==================== vga_ctrl
$ cat src/rtl/vga_ctrl.sv
// VGA read-side controller: raster timing generator that addresses the frame buffer
// and registers the returned pixel together with matching hsync/vsync/valid.
module vga_ctrl #(
    parameter int CLK_DIV  = 2,
    parameter int H_ACTIVE = 640,
    parameter int H_FP     = 16,
    parameter int H_SYNC   = 96,
    parameter int H_BP     = 48,
    parameter int V_ACTIVE = 480,
    parameter int V_FP     = 10,
    parameter int V_SYNC   = 2,
    parameter int V_BP     = 33
) (
    input  logic        Clk,
    input  logic        Rst,
    input  logic        Enable,
    input  logic [23:0] vga_data,
    output logic [9:0]  h_addr,
    output logic [8:0]  v_addr,
    output logic        hsync,
    output logic        vsync,
    output logic        valid,
    output logic [7:0]  vga_r,
    output logic [7:0]  vga_g,
    output logic [7:0]  vga_b,
    output logic        FrameStart
);
    localparam int DIV_W = (CLK_DIV > 1) ? $clog2(CLK_DIV) : 1;
    localparam logic [DIV_W-1:0] DIV_LAST = DIV_W'(CLK_DIV - 1);

    localparam logic [9:0] H_ACT  = 10'(H_ACTIVE);
    localparam logic [9:0] HS_BEG = 10'(H_ACTIVE + H_FP);
    localparam logic [9:0] HS_END = 10'(H_ACTIVE + H_FP + H_SYNC);
    localparam logic [9:0] H_LAST = 10'(H_ACTIVE + H_FP + H_SYNC + H_BP - 1);
    localparam logic [9:0] V_ACT  = 10'(V_ACTIVE);
    localparam logic [9:0] VS_BEG = 10'(V_ACTIVE + V_FP);
    localparam logic [9:0] VS_END = 10'(V_ACTIVE + V_FP + V_SYNC);
    localparam logic [9:0] V_LAST = 10'(V_ACTIVE + V_FP + V_SYNC + V_BP - 1);

    logic [DIV_W-1:0] div_cnt_q, div_cnt_d;
    logic [9:0]       h_cnt_q, h_cnt_d;
    logic [9:0]       v_cnt_q, v_cnt_d;
    logic             hsync_q, hsync_d;
    logic             vsync_q, vsync_d;
    logic             valid_q, valid_d;
    logic [23:0]      rgb_q, rgb_d;
    logic             fstart_q, fstart_d;

    logic pix_en, h_wrap, v_wrap, active, in_hsync, in_vsync;

    assign pix_en   = (div_cnt_q == DIV_LAST);
    assign h_wrap   = (h_cnt_q == H_LAST);
    assign v_wrap   = (v_cnt_q == V_LAST);
    assign active   = (h_cnt_q < H_ACT) && (v_cnt_q < V_ACT);
    assign in_hsync = (h_cnt_q >= HS_BEG) && (h_cnt_q < HS_END);
    assign in_vsync = (v_cnt_q >= VS_BEG) && (v_cnt_q < VS_END);

    // Frame buffer is async-read: vga_data answers these addresses in the same cycle.
    assign h_addr = active ? h_cnt_q : 10'd0;
    assign v_addr = active ? v_cnt_q[8:0] : 9'd0;

    always_comb begin
        div_cnt_d = div_cnt_q;
        h_cnt_d   = h_cnt_q;
        v_cnt_d   = v_cnt_q;
        hsync_d   = hsync_q;
        vsync_d   = vsync_q;
        valid_d   = valid_q;
        rgb_d     = rgb_q;
        fstart_d  = 1'b0;
        if (!Enable) begin
            div_cnt_d = '0;
            h_cnt_d   = '0;
            v_cnt_d   = '0;
            hsync_d   = 1'b1;
            vsync_d   = 1'b1;
            valid_d   = 1'b0;
            rgb_d     = '0;
        end else if (pix_en) begin
            div_cnt_d = '0;
            // Output stage uses the pre-increment position, giving one pixel of latency.
            valid_d   = active;
            hsync_d   = ~in_hsync;
            vsync_d   = ~in_vsync;
            rgb_d     = active ? vga_data : 24'h0;
            if (h_wrap) begin
                h_cnt_d = '0;
                v_cnt_d = v_wrap ? 10'd0 : v_cnt_q + 10'd1;
                fstart_d = v_wrap;
            end else begin
                h_cnt_d = h_cnt_q + 10'd1;
            end
        end else begin
            div_cnt_d = div_cnt_q + DIV_W'(1);
        end
    end

    always_ff @(posedge Clk or negedge Rst) begin
        if (!Rst) begin
            div_cnt_q <= '0;
            h_cnt_q   <= '0;
            v_cnt_q   <= '0;
            hsync_q   <= 1'b1;
            vsync_q   <= 1'b1;
            valid_q   <= 1'b0;
            rgb_q     <= '0;
            fstart_q  <= 1'b0;
        end else begin
            div_cnt_q <= div_cnt_d;
            h_cnt_q   <= h_cnt_d;
            v_cnt_q   <= v_cnt_d;
            hsync_q   <= hsync_d;
            vsync_q   <= vsync_d;
            valid_q   <= valid_d;
            rgb_q     <= rgb_d;
            fstart_q  <= fstart_d;
        end
    end

    assign hsync      = hsync_q;
    assign vsync      = vsync_q;
    assign valid      = valid_q;
    assign vga_r      = rgb_q[23:16];
    assign vga_g      = rgb_q[15:8];
    assign vga_b      = rgb_q[7:0];
    assign FrameStart = fstart_q;
endmodule
$ cat config.mk
export PLATFORM = sky130hd
export DESIGN_NAME = vga_ctrl
export DESIGN_NICKNAME = d
export VERILOG_FILES = /design/src/rtl/vga_ctrl.sv
export SDC_FILE = /design/constraint.sdc
export NUM_CORES = 1
export LEC_CHECK = 0
export CAP_MARGIN = 5
export CORE_ASPECT_RATIO = 1.2
export CORE_MARGIN = 1
export CORE_UTILIZATION = 45
export DETAILED_ROUTE_END_ITERATION = 8
export PLACE_DENSITY_LB_ADDON = 0.1
export SYNTH_ARGS = -nofsm -noshare
export SYNTH_HDL_FRONTEND = slang
export SYNTH_SLANG_ARGS = --single-unit
$ cat constraint.sdc
create_clock -name Clk -period 2.2 [get_ports Clk]
set_input_delay 0.55 -clock Clk [delete_from_list [all_inputs] [get_ports Clk]]
set_output_delay 0.55 -clock Clk [all_outputs]
set_load 0.02 [all_outputs]
==================== pe_packetizer_flat
**src/rtl/pe_packetizer_pkg.sv**
```systemverilog
// Shared definitions for the PE packetizer and the mesh router: field widths,
// flit-type codes, packetizer state encodings and the flit layout.
package pe_packetizer_pkg;

  localparam int X                 = 3;
  localparam int Y                 = 3;
  localparam int ID_WIDTH          = 2;
  localparam int DATA_WIDTH        = 24;
  localparam int PKT_NO_FIELD_SIZE = 4;

  localparam int X_SIZE      = $clog2(X);
  localparam int Y_SIZE      = $clog2(Y);
  localparam int TOTAL_WIDTH = X_SIZE + Y_SIZE + PKT_NO_FIELD_SIZE + ID_WIDTH + DATA_WIDTH;

  localparam logic [ID_WIDTH-1:0] FLIT_HEAD = 2'b00;
  localparam logic [ID_WIDTH-1:0] FLIT_BODY = 2'b01;
  localparam logic [ID_WIDTH-1:0] FLIT_TAIL = 2'b11;

  localparam logic [1:0] ST_IDLE = 2'd0;
  localparam logic [1:0] ST_HEAD = 2'd1;
  localparam logic [1:0] ST_BODY = 2'd2;
  localparam logic [1:0] ST_TAIL = 2'd3;

  // Destination column sits at the MSB end of the flit.
  typedef struct packed {
    logic [X_SIZE-1:0]            x;
    logic [Y_SIZE-1:0]            y;
    logic [PKT_NO_FIELD_SIZE-1:0] pkt_no;
    logic [ID_WIDTH-1:0]          id;
    logic [DATA_WIDTH-1:0]        data;
  } flit_t;

endpackage

```
**src/rtl/pe_packetizer_if.sv**
```systemverilog
// Pixel-source and flit-output handshake bundle of the packetizer.
interface pe_packetizer_if;
  import pe_packetizer_pkg::*;

  logic                   pix_valid;
  logic                   pix_ready;
  logic [DATA_WIDTH-1:0]  pix_data;
  logic                   w_valid_pe;
  logic                   w_ready_pe;
  logic [TOTAL_WIDTH-1:0] w_data_pe;

  modport master (
    input  pix_valid, pix_data, w_ready_pe,
    output pix_ready, w_valid_pe, w_data_pe
  );

  modport slave (
    output pix_valid, pix_data, w_ready_pe,
    input  pix_ready, w_valid_pe, w_data_pe
  );

endinterface

```
**src/rtl/pe_packetizer.sv**
```systemverilog
// Turns one ROWS x COLS RGB image into a head / body... / tail packet for the
// mesh, with an XOR checksum of all pixels carried in the tail flit.
module pe_packetizer
  import pe_packetizer_pkg::*;
#(
  parameter int ROWS = 273,
  parameter int COLS = 182
) (
  input  logic                         clk,
  input  logic                         rstn,
  input  logic                         start,
  input  logic [X_SIZE-1:0]            dest_x,
  input  logic [Y_SIZE-1:0]            dest_y,
  input  logic [PKT_NO_FIELD_SIZE-1:0] pkt_no,
  pe_packetizer_if.master              flit_if,
  output logic                         busy,
  output logic                         done,
  output logic [1:0]                   state_monitor
);

  localparam logic [15:0]           LAST_PIX  = 16'(ROWS * COLS - 1);
  localparam logic [8:0]            LAST_COL  = 9'(COLS - 1);
  localparam logic [DATA_WIDTH-1:0] HEAD_DATA = {12'(ROWS), 12'(COLS)};

  logic [1:0]                   state;
  flit_t                        w_flit;
  logic                         w_valid;
  logic [X_SIZE-1:0]            lat_x;
  logic [Y_SIZE-1:0]            lat_y;
  logic [PKT_NO_FIELD_SIZE-1:0] lat_pkt_no;
  logic [15:0]                  pix_count;
  logic [8:0]                   row_cnt;
  logic [8:0]                   col_cnt;
  logic [DATA_WIDTH-1:0]        checksum;
  logic                         all_pix;
  logic                         done_r;

  logic flit_free;
  logic flit_fire;
  logic pix_fire;

  // The output register can take a new flit when empty or emptying this cycle.
  assign flit_free = !w_valid || flit_if.w_ready_pe;
  assign flit_fire = w_valid && flit_if.w_ready_pe;
  // NOTE: pix_ready never looks at pix_valid, so no combinational loop can
  // form with a source that waits for ready before raising valid.
  assign flit_if.pix_ready = (state == ST_BODY) && !all_pix && flit_free;
  assign pix_fire          = flit_if.pix_valid && flit_if.pix_ready;

  assign flit_if.w_valid_pe = w_valid;
  assign flit_if.w_data_pe  = w_flit;
  assign busy               = (state != ST_IDLE);
  assign done               = done_r;
  assign state_monitor      = state;

  // NOTE: all state is updated with non-blocking assignments so every register
  // sees the pre-edge values of the others, independent of statement order.
  always_ff @(posedge clk or negedge rstn) begin
    if (!rstn) begin
      state      <= ST_IDLE;
      w_flit     <= '0;
      w_valid    <= 1'b0;
      lat_x      <= '0;
      lat_y      <= '0;
      lat_pkt_no <= '0;
      pix_count  <= '0;
      row_cnt    <= '0;
      col_cnt    <= '0;
      checksum   <= '0;
      all_pix    <= 1'b0;
      done_r     <= 1'b0;
    end else begin
      done_r <= 1'b0;
      case (state)
        ST_IDLE: begin
          if (start) begin
            lat_x      <= dest_x;
            lat_y      <= dest_y;
            lat_pkt_no <= pkt_no;
            pix_count  <= '0;
            row_cnt    <= '0;
            col_cnt    <= '0;
            checksum   <= '0;
            all_pix    <= 1'b0;
            w_valid    <= 1'b1;
            w_flit     <= flit_t'{dest_x, dest_y, pkt_no, FLIT_HEAD, HEAD_DATA};
            state      <= ST_HEAD;
          end
        end
        ST_HEAD: begin
          if (flit_fire) begin
            w_valid <= 1'b0;
            state   <= ST_BODY;
          end
        end
        ST_BODY: begin
          if (pix_fire) begin
            w_valid  <= 1'b1;
            w_flit   <= flit_t'{lat_x, lat_y, lat_pkt_no, FLIT_BODY, flit_if.pix_data};
            checksum <= checksum ^ flit_if.pix_data;
            if (pix_count == LAST_PIX) begin
              all_pix <= 1'b1;
            end else begin
              pix_count <= pix_count + 16'd1;
            end
            if (col_cnt == LAST_COL) begin
              col_cnt <= '0;
              row_cnt <= row_cnt + 9'd1;
            end else begin
              col_cnt <= col_cnt + 9'd1;
            end
          end else if (all_pix && flit_free) begin
            // Tail follows only once the last body flit has been registered.
            w_valid <= 1'b1;
            w_flit  <= flit_t'{lat_x, lat_y, lat_pkt_no, FLIT_TAIL, checksum};
            state   <= ST_TAIL;
          end else if (flit_fire) begin
            w_valid <= 1'b0;
          end
        end
        ST_TAIL: begin
          if (flit_fire) begin
            w_valid <= 1'b0;
            done_r  <= 1'b1;
            state   <= ST_IDLE;
          end
        end
        default: state <= ST_IDLE;
      endcase
    end
  end

endmodule

```
**src/flat_wrapper.sv**
```systemverilog
// flat-port wrapper written by rule: the top's interface ports become plain ports
module pe_packetizer_flat import pe_packetizer_pkg::*;
#(
  parameter int ROWS = 273,
  parameter int COLS = 182
)
  (clk, rstn, start, dest_x, dest_y, pkt_no, busy, done, state_monitor, flit_if_pix_valid, flit_if_pix_data, flit_if_w_ready_pe, flit_if_pix_ready, flit_if_w_valid_pe, flit_if_w_data_pe);
  pe_packetizer_if flit_if_i ();
  input  logic clk;
  input  logic rstn;
  input  logic start;
  input  logic [X_SIZE-1:0] dest_x;
  input  logic [Y_SIZE-1:0] dest_y;
  input  logic [PKT_NO_FIELD_SIZE-1:0] pkt_no;
  output logic busy;
  output logic done;
  output logic [1:0] state_monitor;
  input wire logic [$bits(flit_if_i.pix_valid)-1:0] flit_if_pix_valid;
  input wire logic [$bits(flit_if_i.pix_data)-1:0] flit_if_pix_data;
  input wire logic [$bits(flit_if_i.w_ready_pe)-1:0] flit_if_w_ready_pe;
  output wire logic [$bits(flit_if_i.pix_ready)-1:0] flit_if_pix_ready;
  output wire logic [$bits(flit_if_i.w_valid_pe)-1:0] flit_if_w_valid_pe;
  output wire logic [$bits(flit_if_i.w_data_pe)-1:0] flit_if_w_data_pe;
  assign flit_if_i.pix_valid = flit_if_pix_valid;
  assign flit_if_i.pix_data = flit_if_pix_data;
  assign flit_if_i.w_ready_pe = flit_if_w_ready_pe;
  assign flit_if_pix_ready = flit_if_i.pix_ready;
  assign flit_if_w_valid_pe = flit_if_i.w_valid_pe;
  assign flit_if_w_data_pe = flit_if_i.w_data_pe;
  pe_packetizer #(.ROWS(ROWS), .COLS(COLS)) u_core (.clk(clk), .rstn(rstn), .start(start), .dest_x(dest_x), .dest_y(dest_y), .pkt_no(pkt_no), .flit_if(flit_if_i), .busy(busy), .done(done), .state_monitor(state_monitor));
endmodule
```
**config.mk**
```make
export PLATFORM = sky130hd
export DESIGN_NAME = pe_packetizer_flat
export DESIGN_NICKNAME = d
export VERILOG_FILES = /design/src/rtl/pe_packetizer_pkg.sv /design/src/rtl/pe_packetizer_if.sv /design/src/rtl/pe_packetizer.sv /design/src/flat_wrapper.sv
export SDC_FILE = /design/constraint.sdc
export NUM_CORES = 1
export LEC_CHECK = 0
export CORE_MARGIN = 3
export CORE_UTILIZATION = 53
export CTS_CLUSTER_DIAMETER = 40
export CTS_CLUSTER_SIZE = 25
export DETAILED_ROUTE_END_ITERATION = 10
export PLACE_DENSITY = 0.8
export SKIP_CTS_REPAIR_TIMING = 1
export SLEW_MARGIN = 20
export SYNTH_ARGS = -nofsm -noshare
export SYNTH_HDL_FRONTEND = slang
export SYNTH_SLANG_ARGS = --single-unit
```
**constraint.sdc**
```tcl
create_clock -name clk -period 2.1 [get_ports clk]
set_clock_uncertainty 0.05 [all_clocks]
set_input_delay 0.315 -clock clk [delete_from_list [all_inputs] [get_ports clk]]
set_output_delay 0.315 -clock clk [all_outputs]
set_load 0.01 [all_outputs]
```
==================== eight_input_debouncer
$ cat config.mk
export PLATFORM = sky130hd
export DESIGN_NAME = eight_input_debouncer
export DESIGN_NICKNAME = d
export VERILOG_FILES = /design/src/rtl/eight_input_debouncer.sv
export SDC_FILE = /design/constraint.sdc
export NUM_CORES = 1
export LEC_CHECK = 0
export CAP_MARGIN = 10
export CORE_ASPECT_RATIO = 2
export CORE_UTILIZATION = 60
export CTS_BUF_LIST = sky130_fd_sc_hd__clkbuf_4 sky130_fd_sc_hd__clkbuf_8
export CTS_CLUSTER_SIZE = 28
export DETAILED_ROUTE_END_ITERATION = 7
export HOLD_SLACK_MARGIN = 0.05
export PLACE_DENSITY = 0.79
export SKIP_LAST_GASP = 1
export SYNTH_ARGS = -nofsm -noshare
export SYNTH_HDL_FRONTEND = slang
export SYNTH_SLANG_ARGS = --single-unit
$ cat constraint.sdc
create_clock -name clk -period 17.9 [get_ports clk]
set_input_delay 4.475 -clock clk [delete_from_list [all_inputs] [get_ports clk]]
set_output_delay 4.475 -clock clk [all_outputs]
set_load 0.01 [all_outputs]
$ cat src/rtl/eight_input_debouncer.sv
// eight_input_debouncer
// Conditions eight raw switch/button lines for the 8-to-3 encoder. Each line is
// passed through a two-flop synchroniser and then an independent debounce filter.
// A change on a line is accepted only after the synchronised level has differed
// from the current stable level for STABLE_CYCLES consecutive clock edges.
// The block also produces one-cycle rise/fall strobes per channel and an
// any-active flag. That flag is registered from the next stable value so that
// it lines up exactly with sw_out.
module eight_input_debouncer #(
    parameter int WIDTH         = 8,
    parameter int STABLE_CYCLES = 50000,
    parameter int CNT_W         = 16
) (
    input  logic             clk,
    input  logic             rst,
    input  logic [WIDTH-1:0] raw_in,
    output logic [WIDTH-1:0] sw_out,
    output logic [WIDTH-1:0] rise,
    output logic [WIDTH-1:0] fall,
    output logic             any_on
);

    // Terminal count. When the counter reaches this value and the input still
    // differs from the stable level, the new level is accepted.
    localparam logic [CNT_W-1:0] CNT_MAX = CNT_W'(STABLE_CYCLES - 1);

    logic [WIDTH-1:0] sync1_q;
    logic [WIDTH-1:0] sync2_q;

    logic [CNT_W-1:0] cnt_q [WIDTH];
    logic [CNT_W-1:0] cnt_d [WIDTH];

    logic [WIDTH-1:0] swOut_q;
    logic [WIDTH-1:0] swOut_d;
    logic [WIDTH-1:0] rise_q;
    logic [WIDTH-1:0] rise_d;
    logic [WIDTH-1:0] fall_q;
    logic [WIDTH-1:0] fall_d;
    logic             anyOn_q;
    logic             anyOn_d;

    // Two-flop synchroniser chain that brings every raw line into the clk domain
    always_ff @(posedge clk or posedge rst) begin
        if (rst) begin
            sync1_q <= '0;
            sync2_q <= '0;
        end else begin
            sync1_q <= raw_in;
            sync2_q <= sync2_next(sync1_q);
        end
    end

    // Per-channel filter: count agreeing cycles, clear on any bounce back, accept at threshold
    always_comb begin
        swOut_d = swOut_q;
        rise_d  = '0;
        fall_d  = '0;
        for (int i = 0; i < WIDTH; i++) begin
            cnt_d[i] = '0;
            if (sync2_q[i] != swOut_q[i]) begin
                if (cnt_q[i] == CNT_MAX) begin
                    swOut_d[i] = sync2_q[i];
                    rise_d[i]  = sync2_q[i];
                    fall_d[i]  = ~sync2_q[i];
                end else begin
                    cnt_d[i] = cnt_q[i] + CNT_W'(1);
                end
            end
        end
        anyOn_d = |swOut_d;
    end

    // Debounce counters and registered outputs, all cleared immediately by reset
    always_ff @(posedge clk or posedge rst) begin
        if (rst) begin
            for (int i = 0; i < WIDTH; i++) begin
                cnt_q[i] <= '0;
            end
            swOut_q <= '0;
            rise_q  <= '0;
            fall_q  <= '0;
            anyOn_q <= 1'b0;
        end else begin
            for (int i = 0; i < WIDTH; i++) begin
                cnt_q[i] <= cnt_d[i];
            end
            swOut_q <= swOut_d;
            rise_q  <= rise_d;
            fall_q  <= fall_d;
            anyOn_q <= anyOn_d;
        end
    end

    // Second synchroniser stage is a plain copy of the first; kept as a function
    // so the chain reads as two distinct stages in the sequential block above.
    function automatic logic [WIDTH-1:0] sync2_next(input logic [WIDTH-1:0] stage1);
        return stage1;
    endfunction

    assign sw_out = swOut_q;
    assign rise   = rise_q;
    assign fall   = fall_q;
    assign any_on = anyOn_q;

endmodule

==================== sysid_reader_flat
<file path="src/rtl/sysid_reader_pkg.sv">
// Shared types and constants for the system-ID reader: FSM state encoding,
// Avalon word addresses and the timeout counter width.
package sysid_reader_pkg;

  typedef enum logic [2:0] {
    IDLE    = 3'd0,
    ID_REQ  = 3'd1,
    ID_WAIT = 3'd2,
    TS_REQ  = 3'd3,
    TS_WAIT = 3'd4,
    FINISH  = 3'd5
  } sysid_state_e;

  localparam logic SYSID_ADDR_ID = 1'b0;
  localparam logic SYSID_ADDR_TS = 1'b1;

  localparam int unsigned SYSID_CTR_W = 16;

  // True while a read is being requested or awaited.
  function automatic logic sysid_in_pair(input sysid_state_e s);
    logic r;
    case (s)
      ID_REQ, ID_WAIT, TS_REQ, TS_WAIT: r = 1'b1;
      default:                          r = 1'b0;
    endcase
    return r;
  endfunction

endpackage

</file>
<file path="src/rtl/sysid_reader_if.sv">
// Avalon-MM read-only bus between the system-ID reader (master) and the
// system-ID peripheral (slave).
interface sysid_reader_if;
  logic        avm_address;
  logic        avm_read;
  logic        avm_waitrequest;
  logic [31:0] avm_readdata;
  logic        avm_readdatavalid;

  modport master (
    output avm_address, avm_read,
    input  avm_waitrequest, avm_readdata, avm_readdatavalid
  );

  modport slave (
    input  avm_address, avm_read,
    output avm_waitrequest, avm_readdata, avm_readdatavalid
  );
endinterface

</file>
<file path="src/rtl/sysid_timeout_ctr.sv">
// Saturating cycle counter; expired is high once LIMIT cycles of enable have
// elapsed since the last clear. Only built with SYSID_READER_TIMEOUT_EN.
module sysid_timeout_ctr
  import sysid_reader_pkg::*;
#(
  parameter int unsigned LIMIT = 255
) (
  input  logic clock,
  input  logic reset_n,
  input  logic clear,
  input  logic enable,
  output logic expired
);

  localparam logic [SYSID_CTR_W-1:0] LIMIT_C = SYSID_CTR_W'(LIMIT);

  logic [SYSID_CTR_W-1:0] count_q, count_d;

  // Next count: clear wins, then count up and hold at the limit.
  always_comb begin
    count_d = count_q;
    if (clear) begin
      count_d = '0;
    end else if (enable && (count_q != LIMIT_C)) begin
      count_d = count_q + 16'd1;
    end else begin
      count_d = count_q;
    end
  end

  // Count register.
  always_ff @(posedge clock or negedge reset_n) begin
    if (!reset_n) begin
      count_q <= '0;
    end else begin
      count_q <= count_d;
    end
  end

  assign expired = (count_q == LIMIT_C);

endmodule

</file>
<file path="src/rtl/sysid_reader.sv">
// Reads the system ID (address 0) and build timestamp (address 1) over
// Avalon-MM and compares them; optional per-read timeout via SYSID_READER_TIMEOUT_EN.
module sysid_reader
  import sysid_reader_pkg::*;
#(
  parameter logic [31:0] EXPECTED_ID    = 32'd0,
  parameter logic [31:0] EXPECTED_TS    = 32'd1476908497,
  parameter int unsigned TIMEOUT_CYCLES = 255
) (
  input  logic           clock,
  input  logic           reset_n,
  input  logic           start,
  sysid_reader_if.master avm,
  output logic           busy,
  output logic           done,
  output logic           id_ok,
  output logic           ts_ok,
  output logic [31:0]    id_value,
  output logic [31:0]    ts_value,
  output logic           timeout
);

  if ((TIMEOUT_CYCLES < 32'd1) || (TIMEOUT_CYCLES > 32'd65535)) begin : g_bad_cfg
    $error("sysid_reader: TIMEOUT_CYCLES must be in 1..65535");
  end

  sysid_state_e state_q, state_d;
  logic         id_ok_q, id_ok_d, ts_ok_q, ts_ok_d, timeout_q, timeout_d;
  logic [31:0]  id_value_q, id_value_d, ts_value_q, ts_value_d;
  logic         pair_s, id_cap_s, ts_cap_s, tmo_hit_s, expired_s;

  // Data is accepted in the request cycle itself (zero-latency slave) or while waiting.
  always_comb begin
    pair_s    = sysid_in_pair(state_q);
    id_cap_s  = avm.avm_readdatavalid &&
                (((state_q == ID_REQ) && !avm.avm_waitrequest) || (state_q == ID_WAIT));
    ts_cap_s  = avm.avm_readdatavalid &&
                (((state_q == TS_REQ) && !avm.avm_waitrequest) || (state_q == TS_WAIT));
    tmo_hit_s = expired_s && pair_s && !id_cap_s && !ts_cap_s;
  end

`ifdef SYSID_READER_TIMEOUT_EN
  logic ctr_clear_s;
  assign ctr_clear_s = !pair_s || id_cap_s || ts_cap_s;

  sysid_timeout_ctr #(.LIMIT(TIMEOUT_CYCLES)) u_timeout_ctr (
    .clock   (clock),
    .reset_n (reset_n),
    .clear   (ctr_clear_s),
    .enable  (pair_s),
    .expired (expired_s)
  );
`else
  assign expired_s = 1'b0;
`endif

  // State register.
  always_ff @(posedge clock or negedge reset_n) begin
    if (!reset_n) begin
      state_q <= IDLE;
    end else begin
      state_q <= state_d;
    end
  end

  // Next-state logic.
  always_comb begin
    state_d = state_q;
    case (state_q)
      IDLE:    if (start) state_d = ID_REQ; else state_d = IDLE;
      ID_REQ:  if (id_cap_s) state_d = TS_REQ;
               else if (tmo_hit_s) state_d = FINISH;
               else if (!avm.avm_waitrequest) state_d = ID_WAIT;
               else state_d = ID_REQ;
      ID_WAIT: if (id_cap_s) state_d = TS_REQ;
               else if (tmo_hit_s) state_d = FINISH;
               else state_d = ID_WAIT;
      TS_REQ:  if (ts_cap_s || tmo_hit_s) state_d = FINISH;
               else if (!avm.avm_waitrequest) state_d = TS_WAIT;
               else state_d = TS_REQ;
      TS_WAIT: if (ts_cap_s || tmo_hit_s) state_d = FINISH; else state_d = TS_WAIT;
      FINISH:  state_d = IDLE;
      default: state_d = IDLE;
    endcase
  end

  // Output decode from the registered state.
  always_comb begin
    avm.avm_read    = 1'b0;
    avm.avm_address = SYSID_ADDR_ID;
    busy            = (state_q != IDLE);
    done            = 1'b0;
    case (state_q)
      ID_REQ:  avm.avm_read = 1'b1;
      TS_REQ:  begin
        avm.avm_read    = 1'b1;
        avm.avm_address = SYSID_ADDR_TS;
      end
      FINISH:  done = 1'b1;
      default: done = 1'b0;
    endcase
  end

  // Result capture; a new sequence clears the flags but keeps the last values.
  always_comb begin
    id_ok_d    = id_ok_q;
    ts_ok_d    = ts_ok_q;
    timeout_d  = timeout_q;
    id_value_d = id_value_q;
    ts_value_d = ts_value_q;
    if ((state_q == IDLE) && start) begin
      id_ok_d   = 1'b0;
      ts_ok_d   = 1'b0;
      timeout_d = 1'b0;
    end else if (id_cap_s) begin
      id_value_d = avm.avm_readdata;
      id_ok_d    = (avm.avm_readdata == EXPECTED_ID);
    end else if (ts_cap_s) begin
      ts_value_d = avm.avm_readdata;
      ts_ok_d    = (avm.avm_readdata == EXPECTED_TS);
    end else if (tmo_hit_s) begin
      timeout_d = 1'b1;
    end else begin
      timeout_d = timeout_q;
    end
  end

  // Result registers.
  always_ff @(posedge clock or negedge reset_n) begin
    if (!reset_n) begin
      id_ok_q    <= 1'b0;
      ts_ok_q    <= 1'b0;
      timeout_q  <= 1'b0;
      id_value_q <= 32'd0;
      ts_value_q <= 32'd0;
    end else begin
      id_ok_q    <= id_ok_d;
      ts_ok_q    <= ts_ok_d;
      timeout_q  <= timeout_d;
      id_value_q <= id_value_d;
      ts_value_q <= ts_value_d;
    end
  end

  assign id_ok    = id_ok_q;
  assign ts_ok    = ts_ok_q;
  assign timeout  = timeout_q;
  assign id_value = id_value_q;
  assign ts_value = ts_value_q;

endmodule

</file>
<file path="src/flat_wrapper.sv">
// flat-port wrapper written by rule: the top's interface ports become plain ports
module sysid_reader_flat import sysid_reader_pkg::*;
#(
  parameter logic [31:0] EXPECTED_ID    = 32'd0,
  parameter logic [31:0] EXPECTED_TS    = 32'd1476908497,
  parameter int unsigned TIMEOUT_CYCLES = 255
)
  (clock, reset_n, start, busy, done, id_ok, ts_ok, id_value, ts_value, timeout, avm_avm_address, avm_avm_read, avm_avm_waitrequest, avm_avm_readdata, avm_avm_readdatavalid);
  sysid_reader_if avm_i ();
  input  logic clock;
  input  logic reset_n;
  input  logic start;
  output logic busy;
  output logic done;
  output logic id_ok;
  output logic ts_ok;
  output logic [31:0] id_value;
  output logic [31:0] ts_value;
  output logic timeout;
  output wire logic [$bits(avm_i.avm_address)-1:0] avm_avm_address;
  output wire logic [$bits(avm_i.avm_read)-1:0] avm_avm_read;
  input wire logic [$bits(avm_i.avm_waitrequest)-1:0] avm_avm_waitrequest;
  input wire logic [$bits(avm_i.avm_readdata)-1:0] avm_avm_readdata;
  input wire logic [$bits(avm_i.avm_readdatavalid)-1:0] avm_avm_readdatavalid;
  assign avm_avm_address = avm_i.avm_address;
  assign avm_avm_read = avm_i.avm_read;
  assign avm_i.avm_waitrequest = avm_avm_waitrequest;
  assign avm_i.avm_readdata = avm_avm_readdata;
  assign avm_i.avm_readdatavalid = avm_avm_readdatavalid;
  sysid_reader #(.EXPECTED_ID(EXPECTED_ID), .EXPECTED_TS(EXPECTED_TS), .TIMEOUT_CYCLES(TIMEOUT_CYCLES)) u_core (.clock(clock), .reset_n(reset_n), .start(start), .avm(avm_i), .busy(busy), .done(done), .id_ok(id_ok), .ts_ok(ts_ok), .id_value(id_value), .ts_value(ts_value), .timeout(timeout));
endmodule
</file>
<file path="config.mk">
export PLATFORM = sky130hd
export DESIGN_NAME = sysid_reader_flat
export DESIGN_NICKNAME = d
export VERILOG_FILES = /design/src/rtl/sysid_reader_pkg.sv /design/src/rtl/sysid_reader_if.sv /design/src/rtl/sysid_timeout_ctr.sv /design/src/rtl/sysid_reader.sv /design/src/flat_wrapper.sv
export SDC_FILE = /design/constraint.sdc
export NUM_CORES = 1
export LEC_CHECK = 0
export CELL_PAD_IN_SITES_DETAIL_PLACEMENT = 1
export CELL_PAD_IN_SITES_GLOBAL_PLACEMENT = 1
export CORE_ASPECT_RATIO = 2
export CORE_MARGIN = 1
export CORE_UTILIZATION = 23
export CTS_CLUSTER_SIZE = 16
export DETAILED_ROUTE_END_ITERATION = 10
export PLACE_DENSITY = 0.67
export SLEW_MARGIN = 10
export SYNTH_ARGS = -nofsm -noshare
export SYNTH_HDL_FRONTEND = slang
export SYNTH_SLANG_ARGS = --single-unit
</file>
<file path="constraint.sdc">
create_clock -name clock -period 2.7 [get_ports clock]
set_input_delay 0.405 -clock clock [delete_from_list [all_inputs] [get_ports clock]]
set_output_delay 0.405 -clock clock [all_outputs]
set_load 0.01 [all_outputs]
</file>

==> notes/layouts.md <==
Pictures saved along the way, in no particular order.

Clock distribution.
Scale bar: 20 um.
shot_01.png
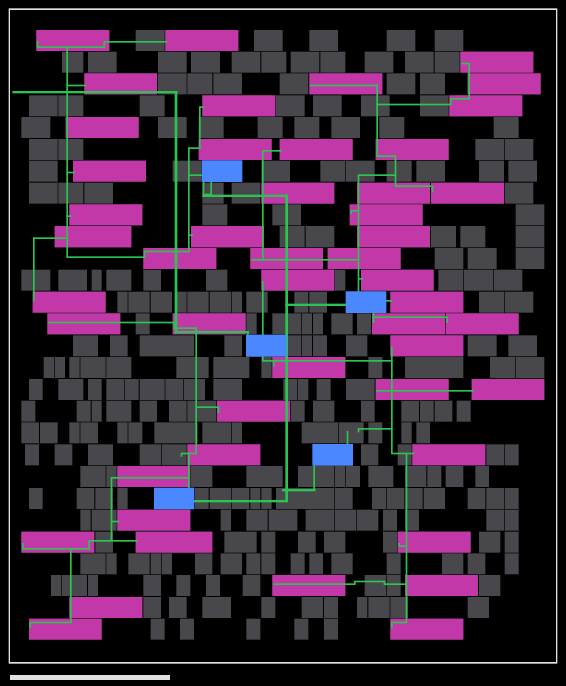
shot_02.png
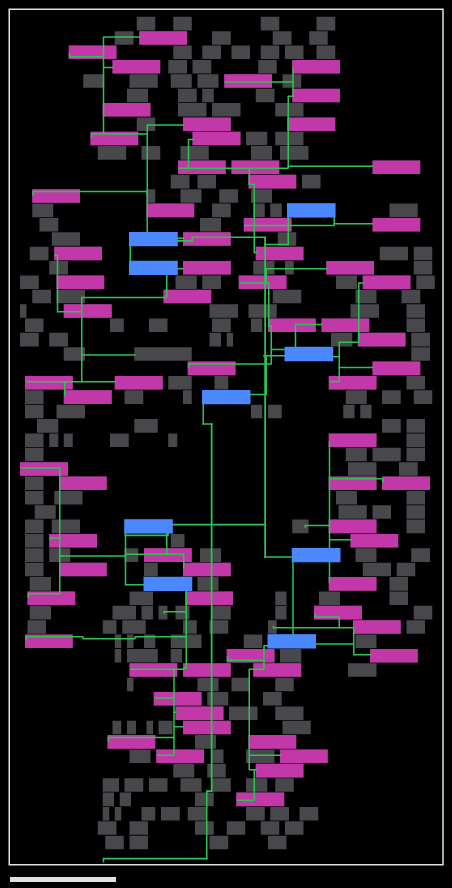
shot_03.png
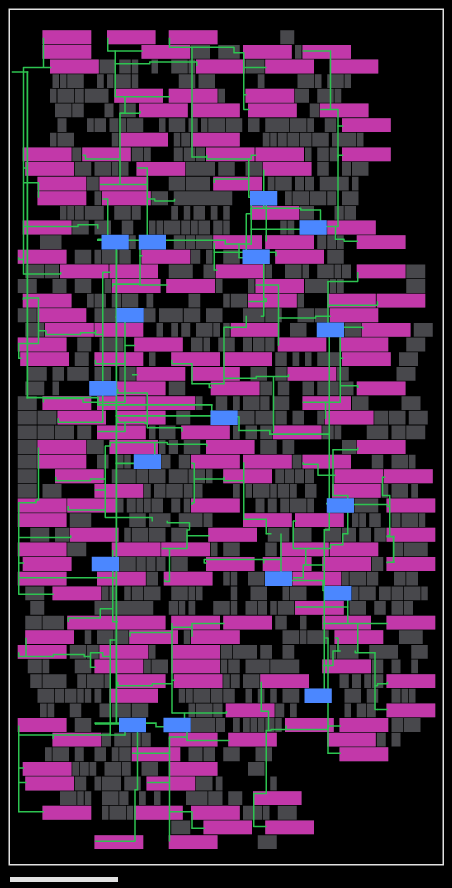
shot_04.png
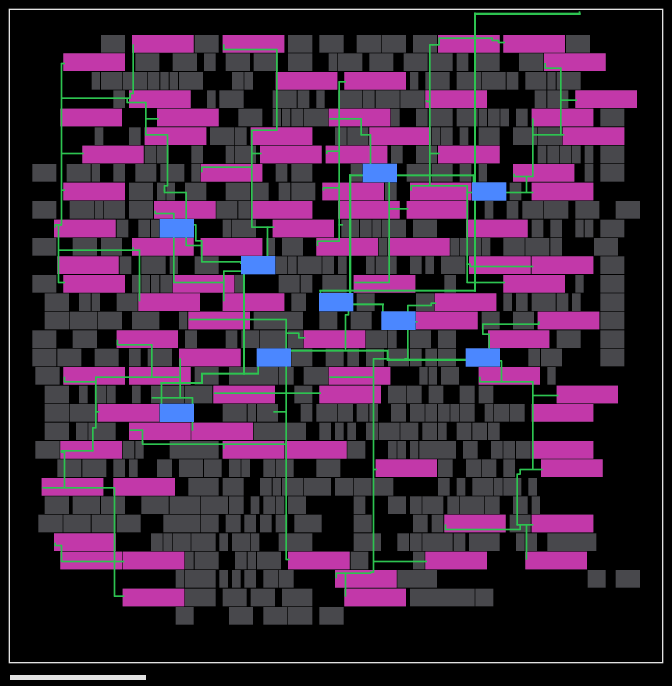
shot_03.png: eight_input_debouncer
shot_01.png: vga_ctrl
shot_04.png: pe_packetizer_flat
shot_02.png: sysid_reader_flat
- smallest die: shot_01.png
- most sequential cells: shot_03.png

Key to shot_03.png:
[flip-flops] magenta | count: 169
[clock wires] green | length: 1830 um
[cells driving clock nets] blue | count: 17
flops lie	all over the die

==> sysid_reader_flat/metal_stack.png <==
Scale bar: 20 um.
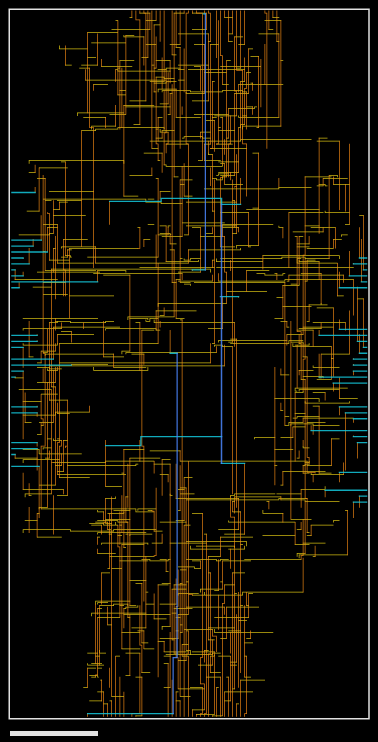
layer	color	wire length
met1	yellow	3020 um
met3	cyan	337 um
met2	orange	4560 um
met4	blue	201 um
average detailed-routed wire length per instance: 17.9 um
routed via count: 1970
total routed wirelength: 8120 um
GRT Overall Usage: 13.5%

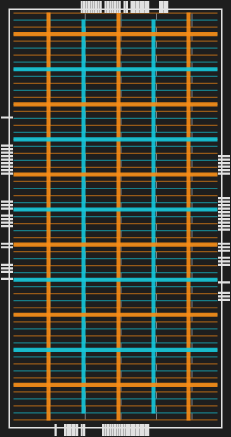
(sysid_reader_flat/pdn.png)
Pins as bars on the die edge. Tap cells in gray.
net	color
VSS	orange
VDD	cyan
tap cells	150
rows	58
signal pins	108
Die Span X: 81.8 um
core outline area: 12500 sq um
worst supply voltage drop on vdd: 443 uV
chip height: 162 um

==> results.rst, sysid_reader_flat <==
Synthesis and place-and-route
=============================

.. list-table::
   :header-rows: 1

   * - Metric
     - Value
   * - Commonest non-fill, non-tap cell in the layout
     - sky130_fd_sc_hd__clkdlybuf4s50_1
   * - Launch point of the critical path
     - avm_avm_readdata[1]
   * - Type of destination of the critical path
     - register
   * - Clock buffer depth
     - 2
   * - Number of antenna violations at the first check in global routing
     - 0
   * - Estimated wirelength of the detail-placed design
     - 6120 um
   * - Switching Power
     - 1.62 mW
   * - Commonest cells post-synth
     - sky130_fd_sc_hd__dfrtp_1, sky130_fd_sc_hd__mux2_4, sky130_fd_sc_hd__mux2_1
   * - Final non-filler cell area
     - roughly 4400 sq um
   * - Sequential portion of the cell area
     - 38.9%
   * - Run status
     - finished, final reports clean
   * - Non-CTS buffers
     - approximately 110
   * - Critical path's slowest cell
     - sky130_fd_sc_hd__nor4_1
   * - Average instance area after synthesis
     - 15.9 sq um
   * - Adder-cell area share of the yosys netlist
     - 0%
   * - Final RePlAce weighted congestion
     - 0.741
   * - Combinational power share
     - 44.1%
   * - Endpoint of the worst register-to-register path
     - u_core.ts_value[31]
   * - Capture point of the worst path
     - u_core.id_ok
   * - Total number of warnings across the stage logs
     - 26
   * - Area-dominant class
     - registers
   * - Max-cap check violation count
     - 0
   * - Sequential cell count
     - between 60 and 70
   * - # diodes
     - 0
   * - Count of flip-flops with a built-in enable after synthesis
     - 0
   * - Tightest slew margin relative to the limit
     - 39.5%
   * - Static leakage power
     - 1.92 nW
   * - Multiplexer area fraction after synthesis
     - between 20 and 30%
   * - Buffers added on ports
     - 106
   * - Number of nets in the layout
     - 336
   * - Fillers
     - approximately 1400
   * - DR vias/cell
     - 4.34
   * - Wire length of the first global-routing pass
     - around 13000 um
   * - Worst path bufs/invs
     - 2
   * - Cts-stage hold buffer count
     - 0
   * - Area fraction of clock buffers and clock inverters
     - 6.57%
   * - Sequential power
     - 1.88 mW
   * - Maximum level of the CTS H-tree
     - 3
   * - Maximum number of pins on one net before global-route repair
     - 70
   * - Number of rows in the core area
     - 58
   * - Clock Skews
     - ~0.0083 ns
   * - Setup repair after global routing missed its margin
     - false
   * - Busiest layer in global routing
     - met2
## sysid_reader_flat: worst min path at each step
| stage | to | slack (ns) |
|---|---|---|
| after floorplan | u_core.id_ok | 0.11 |
| after global placement | u_core.id_value[10] | 0.48 |
| after detailed placement | u_core.id_value[22] | 0.49 |
| after CTS | u_core.id_value[1] | 0.24 |
| after global routing | u_core.id_value[1] | 0.27 |
| final | u_core.state_q[0] | 0.20 |
## sysid_reader_flat: sequential cells by signal, summed over array words and instances (netlist names)
name             flops
u_core.id_ok         1
u_core.ts_value     32
u_core.ts_ok         1
u_core.state_q       3
u_core.id_value     32
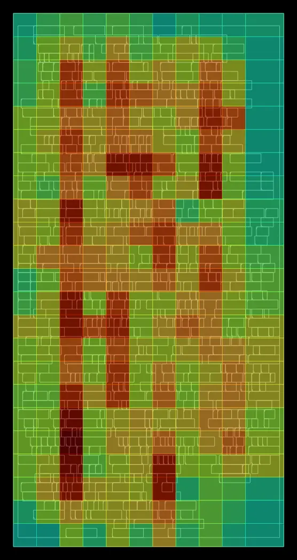
(eight_input_debouncer/final_congestion.png)
average detailed-routed wire length per instance: 16.0 um
final core area utilization: 69.9%

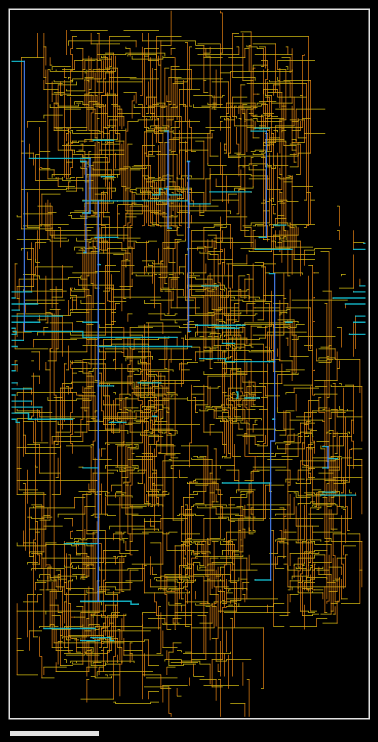
(eight_input_debouncer/metal_stack.png)
Scale bar: 20 um.
layer	color	wire length
met3	cyan	394 um
met2	orange	7710 um
met1	yellow	5500 um
met4	blue	341 um

==> results.rst, eight_input_debouncer <==
Synthesis and place-and-route
=============================

.. list-table::
   :header-rows: 1

   * - Metric
     - Value
   * - Run status
     - finished, final reports clean
   * - Clock Skews
     - 0.0128 ns
   * - Total number of warnings across the stage logs
     - 26
   * - Aoi share
     - 0.815%
   * - Number of rows in the core area
     - 56
   * - Buffers added on ports
     - 34
   * - Total of flip-flops plus latches after synthesis
     - 169
   * - Adder-cell area share of the yosys netlist
     - 1.36%
   * - Worst supply voltage drop on vdd
     - 68.8 uV
   * - Slew Limit Fails
     - 0
   * - Number of nets in the layout
     - between 700 and 800
   * - Post-layout period usage
     - 33.7%
   * - Maximum level of the CTS H-tree
     - 4
   * - Max Fanout on Critical Path
     - 88
   * - 1st-iter DRT viols
     - 322
   * - Final non-filler cell area
     - about 8300 sq um
eight_input_debouncer: critical path, stage by stage:
cell and delay (ns):
sky130_fd_sc_hd__clkdlybuf4s50_1 0.46, sky130_fd_sc_hd__inv_6 0.52, sky130_fd_sc_hd__buf_4 0.93
eight_input_debouncer: placed cells by master, fill, tap and decap left out, drive strengths merged, types with 16 or more instances in the layout:
cell and instances:
dfrtp 169, nor2 127, xnor2 60, xor2 54, nand3 52, and3 37, clkdlybuf4s50 34, nand2 29
nand4 25, clkbuf 17, nor3b 16
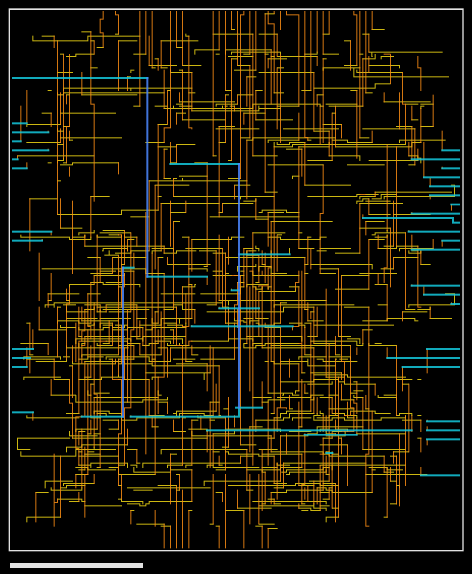
(vga_ctrl/metal_stack.png)
Scale bar: 20 um.
layer	color	wire length
met3	cyan	300 um
met1	yellow	2470 um
met4	blue	89.1 um
met2	orange	2710 um
GRT Overall Usage: 21.5%
routed via count: 2020
average detailed-routed wire length per instance: 14.9 um
total routed wirelength: 5570 um

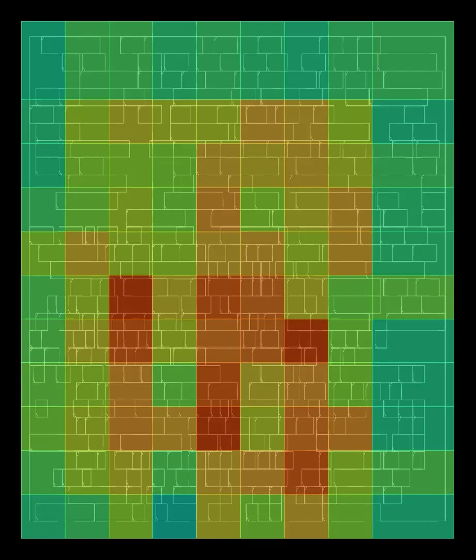
(vga_ctrl/final_congestion.png)
final core area utilization: 66.2%
grt met3 use: 4.49%

==> results.rst, vga_ctrl <==
Synthesis and place-and-route
=============================

.. list-table::
   :header-rows: 1

   * - Metric
     - Value
   * - Power density cells
     - 538 nW/um^2
   * - Depth of the critical timing path with buffers and inverters included
     - 6
   * - Fraction of area in multi-input gates
     - 31.5%
   * - Sequential power
     - about 960 uW
   * - Startpoint-to-endpoint class of the critical path
     - register to primary output
   * - Non-CTS buffers
     - ~96
   * - Group drawing the most power
     - sequential cells
   * - Average instance area after synthesis
     - 10.6 sq um
   * - Highest signal layer in the routed design
     - met4
   * - Area fraction of clock buffers and clock inverters
     - 2.85%
   * - Largest stage delay on the critical path
     - between 0.3 and 0.4 ns
   * - Biggest registers after layout
     - rgb_q x24, h_cnt_q x10, v_cnt_q x10
   * - Worst setup slack after placement
     - -0.00165 ns
   * - DP Area
     - 3290 sq um
   * - Nature of the critical path startpoint
     - register
   * - Worst supply voltage drop on vdd
     - 315 uV
   * - # DRC
     - 0
   * - Commonest non-fill, non-tap cell in the layout
     - sky130_fd_sc_hd__clkdlybuf4s50_1
   * - Tightest slew margin relative to the limit
     - roughly three fifths
   * - Count of inserted tapcells
     - 60
   * - Post-synthesis cell count from yosys
     - 223
   * - Tot Pwr
     - 1.77 mW
   * - Number of standard cells after synthesis
     - 223
   * - Number of hold violations in the final report
     - 0
   * - Data required, critical path
     - 1.65 ns
   * - Endpoint of the worst register-to-register path
     - v_cnt_q[8]
   * - Run status
     - finished, final reports clean
   * - Comb area
     - 1040 sq um
   * - Setup TNS
     - 0 ns
   * - Synth Seq Share
     - approximately 52%
   * - Setup repair after global routing missed its margin
     - false
   * - Met2 wire length
     - 2710 um
   * - Cells after DPL
     - 366
   * - Maximum number of pins on one net before global-route repair
     - 28
   * - Drt pass-1 iters
     - 4
   * - Cts-stage hold buffer count
     - 0
   * - Final hold slack
     - 0.232 ns
   * - Max Fclk
     - 487 MHz
   * - Total of flip-flops plus latches after synthesis
     - around 50
   * - Cell types with the largest area share after synthesis
     - sky130_fd_sc_hd__dfrtp_1, sky130_fd_sc_hd__a22o_1, sky130_fd_sc_hd__and2_1
   * - Clock period minus worst slack
     - roughly 2.1 ns
   * - Clock buffer depth
     - 2
   * - CTS sink cnt
     - 49
   * - Die Span X
     - between 60 and 70 um
   * - Final non-filler cell area
     - roughly 3300 sq um
   * - Number of endpoints failing setup at the final stage
     - 0
   * - Launch point of the critical path
     - v_cnt_q[8]
vga_ctrl: cells in the mapped netlist (all sizes together) (2+ instances only):
master and instances:
dfstp 2, xnor2 4, a21oi 9, dfrtp 47
nor4b 3, nor4 2, nand2 14, or4b 2
nand3 12, and3 5, and2 16, ha 4
buf 8, o21ai 6, xor2 3, nand4 6
nor2 12, or3 3, o31ai 4, clkbuf 5
or4 3, nor3 9, inv 7, a22o 24
a31oi 2, nor3b 2
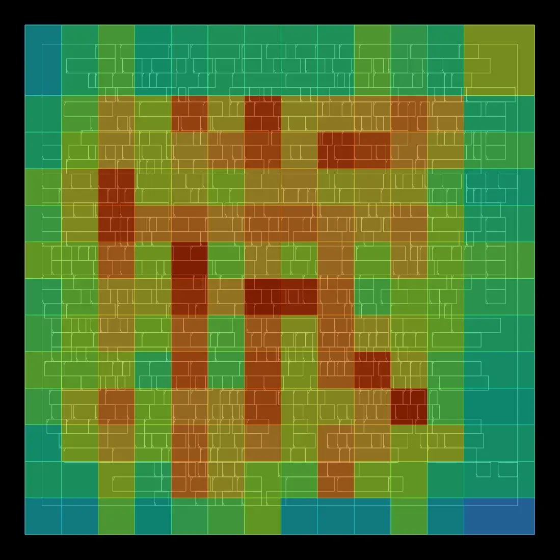
(pe_packetizer_flat/final_congestion.png)
final core area utilization: 70.4%
routing usage on met2: 38.0%
busiest layer in global routing: met2

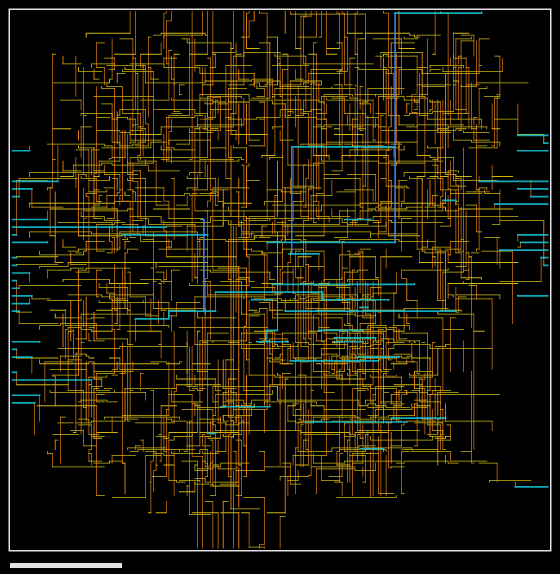
(pe_packetizer_flat/metal_stack.png)
Scale bar: 20 um.
layer	color	wire length
met1	yellow	4350 um
met4	blue	76.2 um
met3	cyan	462 um
met2	orange	5110 um
total routed wirelength: 10000 um
routed via count: 3478
average detailed-routed wire length per instance: 16.3 um
GRT Overall Usage: 22.8%

==> results.rst, pe_packetizer_flat <==
Synthesis and place-and-route
=============================

.. list-table::
   :header-rows: 1

   * - Metric
     - Value
   * - Run status
     - finished with violations
   * - Failing checks
     - setup timing
   * - Core outline area
     - 7810 sq um
   * - Met1 usage in global routing
     - 30.6%
   * - Capture point of the worst path
     - busy
   * - Aoi share
     - 10.4%
   * - Wire length of the first global-routing pass
     - around 17000 um
   * - Setup repair after global routing missed its margin
     - true
   * - Drt pass-1 iters
     - 5
   * - Cells after DPL
     - 597
   * - Setup slack after layout
     - -0.0283 ns
   * - Max Fanout on Critical Path
     - 4
   * - Setup TNS
     - -0.0283 ns
   * - TritonCTS clock tree
     - yes
   * - Worst Tran Pin Value
     - 0.485 ns
   * - Launch point of the critical path
     - u_core.state_monitor[1]
   * - Series of cell instances along the critical path
     - inv_1, ha_2, buf_4, inv_1, clkdlybuf4s50_1
   * - I/O pin count
     - 77
   * - Synth Seq Share
     - 50.6%
   * - Cell types with the largest area share after synthesis
     - sky130_fd_sc_hd__dfrtp_1, sky130_fd_sc_hd__mux2i_1, sky130_fd_sc_hd__xor2_1
   * - DR vias/cell
     - 5.66
   * - Clock buffer depth
     - 2
   * - FP Core Util
     - 55.1%
   * - CTS sink cnt
     - 87
   * - Post-synthesis cell area
     - 4300 sq um
   * - Maximum number of pins on one net before global-route repair
     - 77
   * - Tot Pwr
     - between 7 and 8 mW
   * - Chip height
     - 96.1 um
   * - Clock tree root driver cell
     - sky130_fd_sc_hd__clkbuf_8
   * - Worst setup slack after placement
     - -0.0151 ns
   * - Worst supply voltage drop on vdd
     - 714 uV
   * - Number of standard cells after synthesis
     - 421
   * - Final non-filler cell area
     - 5500 sq um
   * - Number of endpoints failing setup at the final stage
     - 1
   * - Die Span X
     - 96.1 um
   * - DP Area
     - 5270 sq um
   * - Met2 wire length
     - 5110 um
   * - Commonest non-fill, non-tap cell in the layout
     - sky130_fd_sc_hd__dfrtp_1
   * - Launching point of the worst reg2reg path
     - u_core.state_monitor[0]
   * - Library cell occupying the most area in the post-synthesis netlist
     - sky130_fd_sc_hd__dfrtp_1
   * - Yosys synthesis warning count
     - 0
   * - Nature of the critical path startpoint
     - register
   * - Most instantiated flip-flop cell in the synthesis netlist
     - sky130_fd_sc_hd__dfrtp_1
   * - Worst path bufs/invs
     - 4
   * - Depth of the worst register-to-register path
     - 8
pe_packetizer_flat: cell type report:
cell class | count | area (sq um)
fillers | 603 | 2310
flip-flops and latches | 87 | 2180
multi-input cells | 305 | 2000
repair buffers | 98 | 990
clock buffers | 11 | 141
well taps | 102 | 128
clock inverters | 5 | 40.0
inverters | 7 | 26.3
pe_packetizer_flat: power by group:
group	total [mW]	internal, mW	switching, mW
clock	1.08	0.471	0.607
combinational	3.76	1.82	1.94
sequential	2.90	2.39	0.511


==> screenshots <==
Floorplan with the power grid.
Pins as bars on the die edge. Tap cells in gray.
panel A
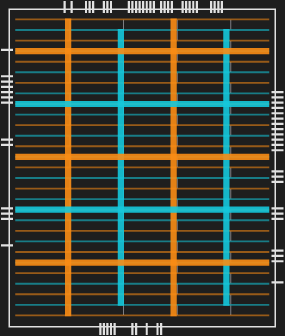
panel B
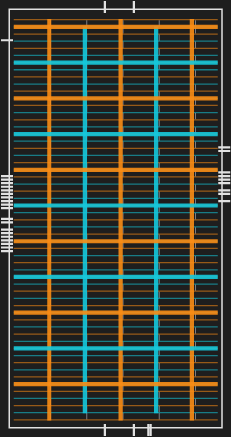
panel C
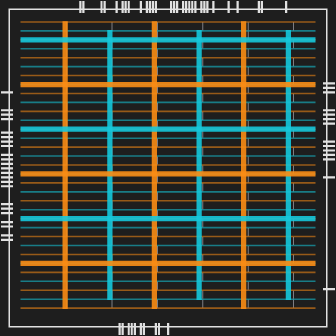
For eight_input_debouncer, see panel B.
For pe_packetizer_flat, see panel C.
For vga_ctrl, see panel A.

Key to panel B:
net	color
VSS	orange
VDD	cyan
met4 straps	5
met1 rails	57
rows	56
tap cells	145
signal pins	35


## Gallery

Placed cells, one color a class.
image #1
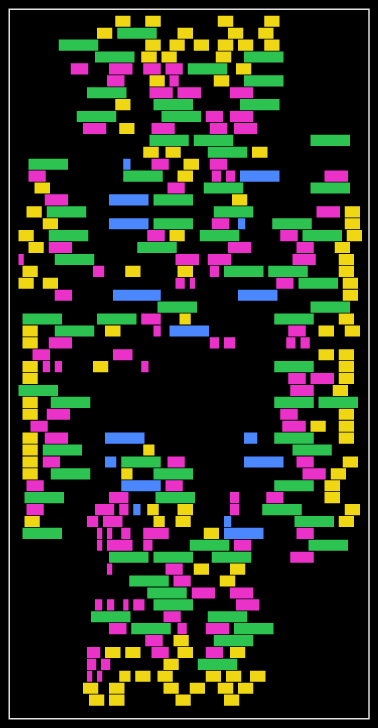
image #2
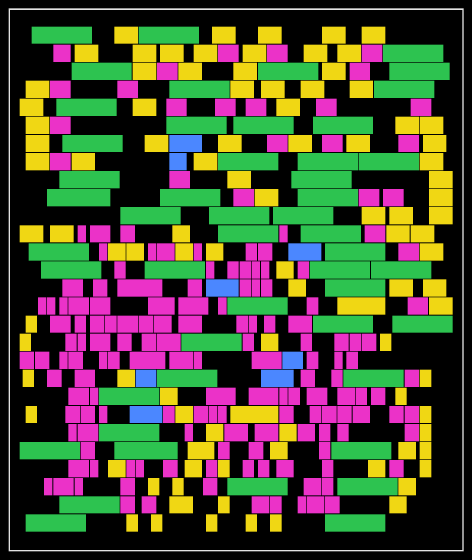
image #3
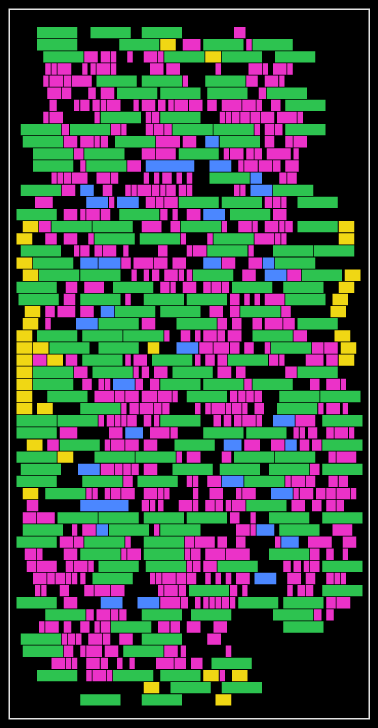
image #4
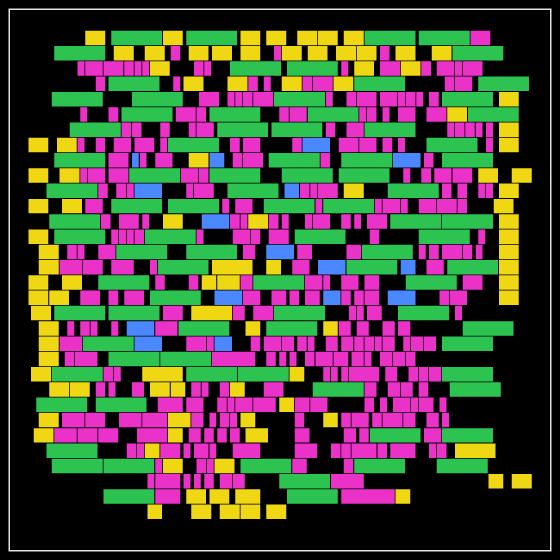
The one with the fewest sequential cells is image #2.
The one with the fewest cells is image #2.
- eight_input_debouncer = image #3
- vga_ctrl = image #2
- pe_packetizer_flat = image #4
- sysid_reader_flat = image #1

Power and IR drop assume default switching activity.
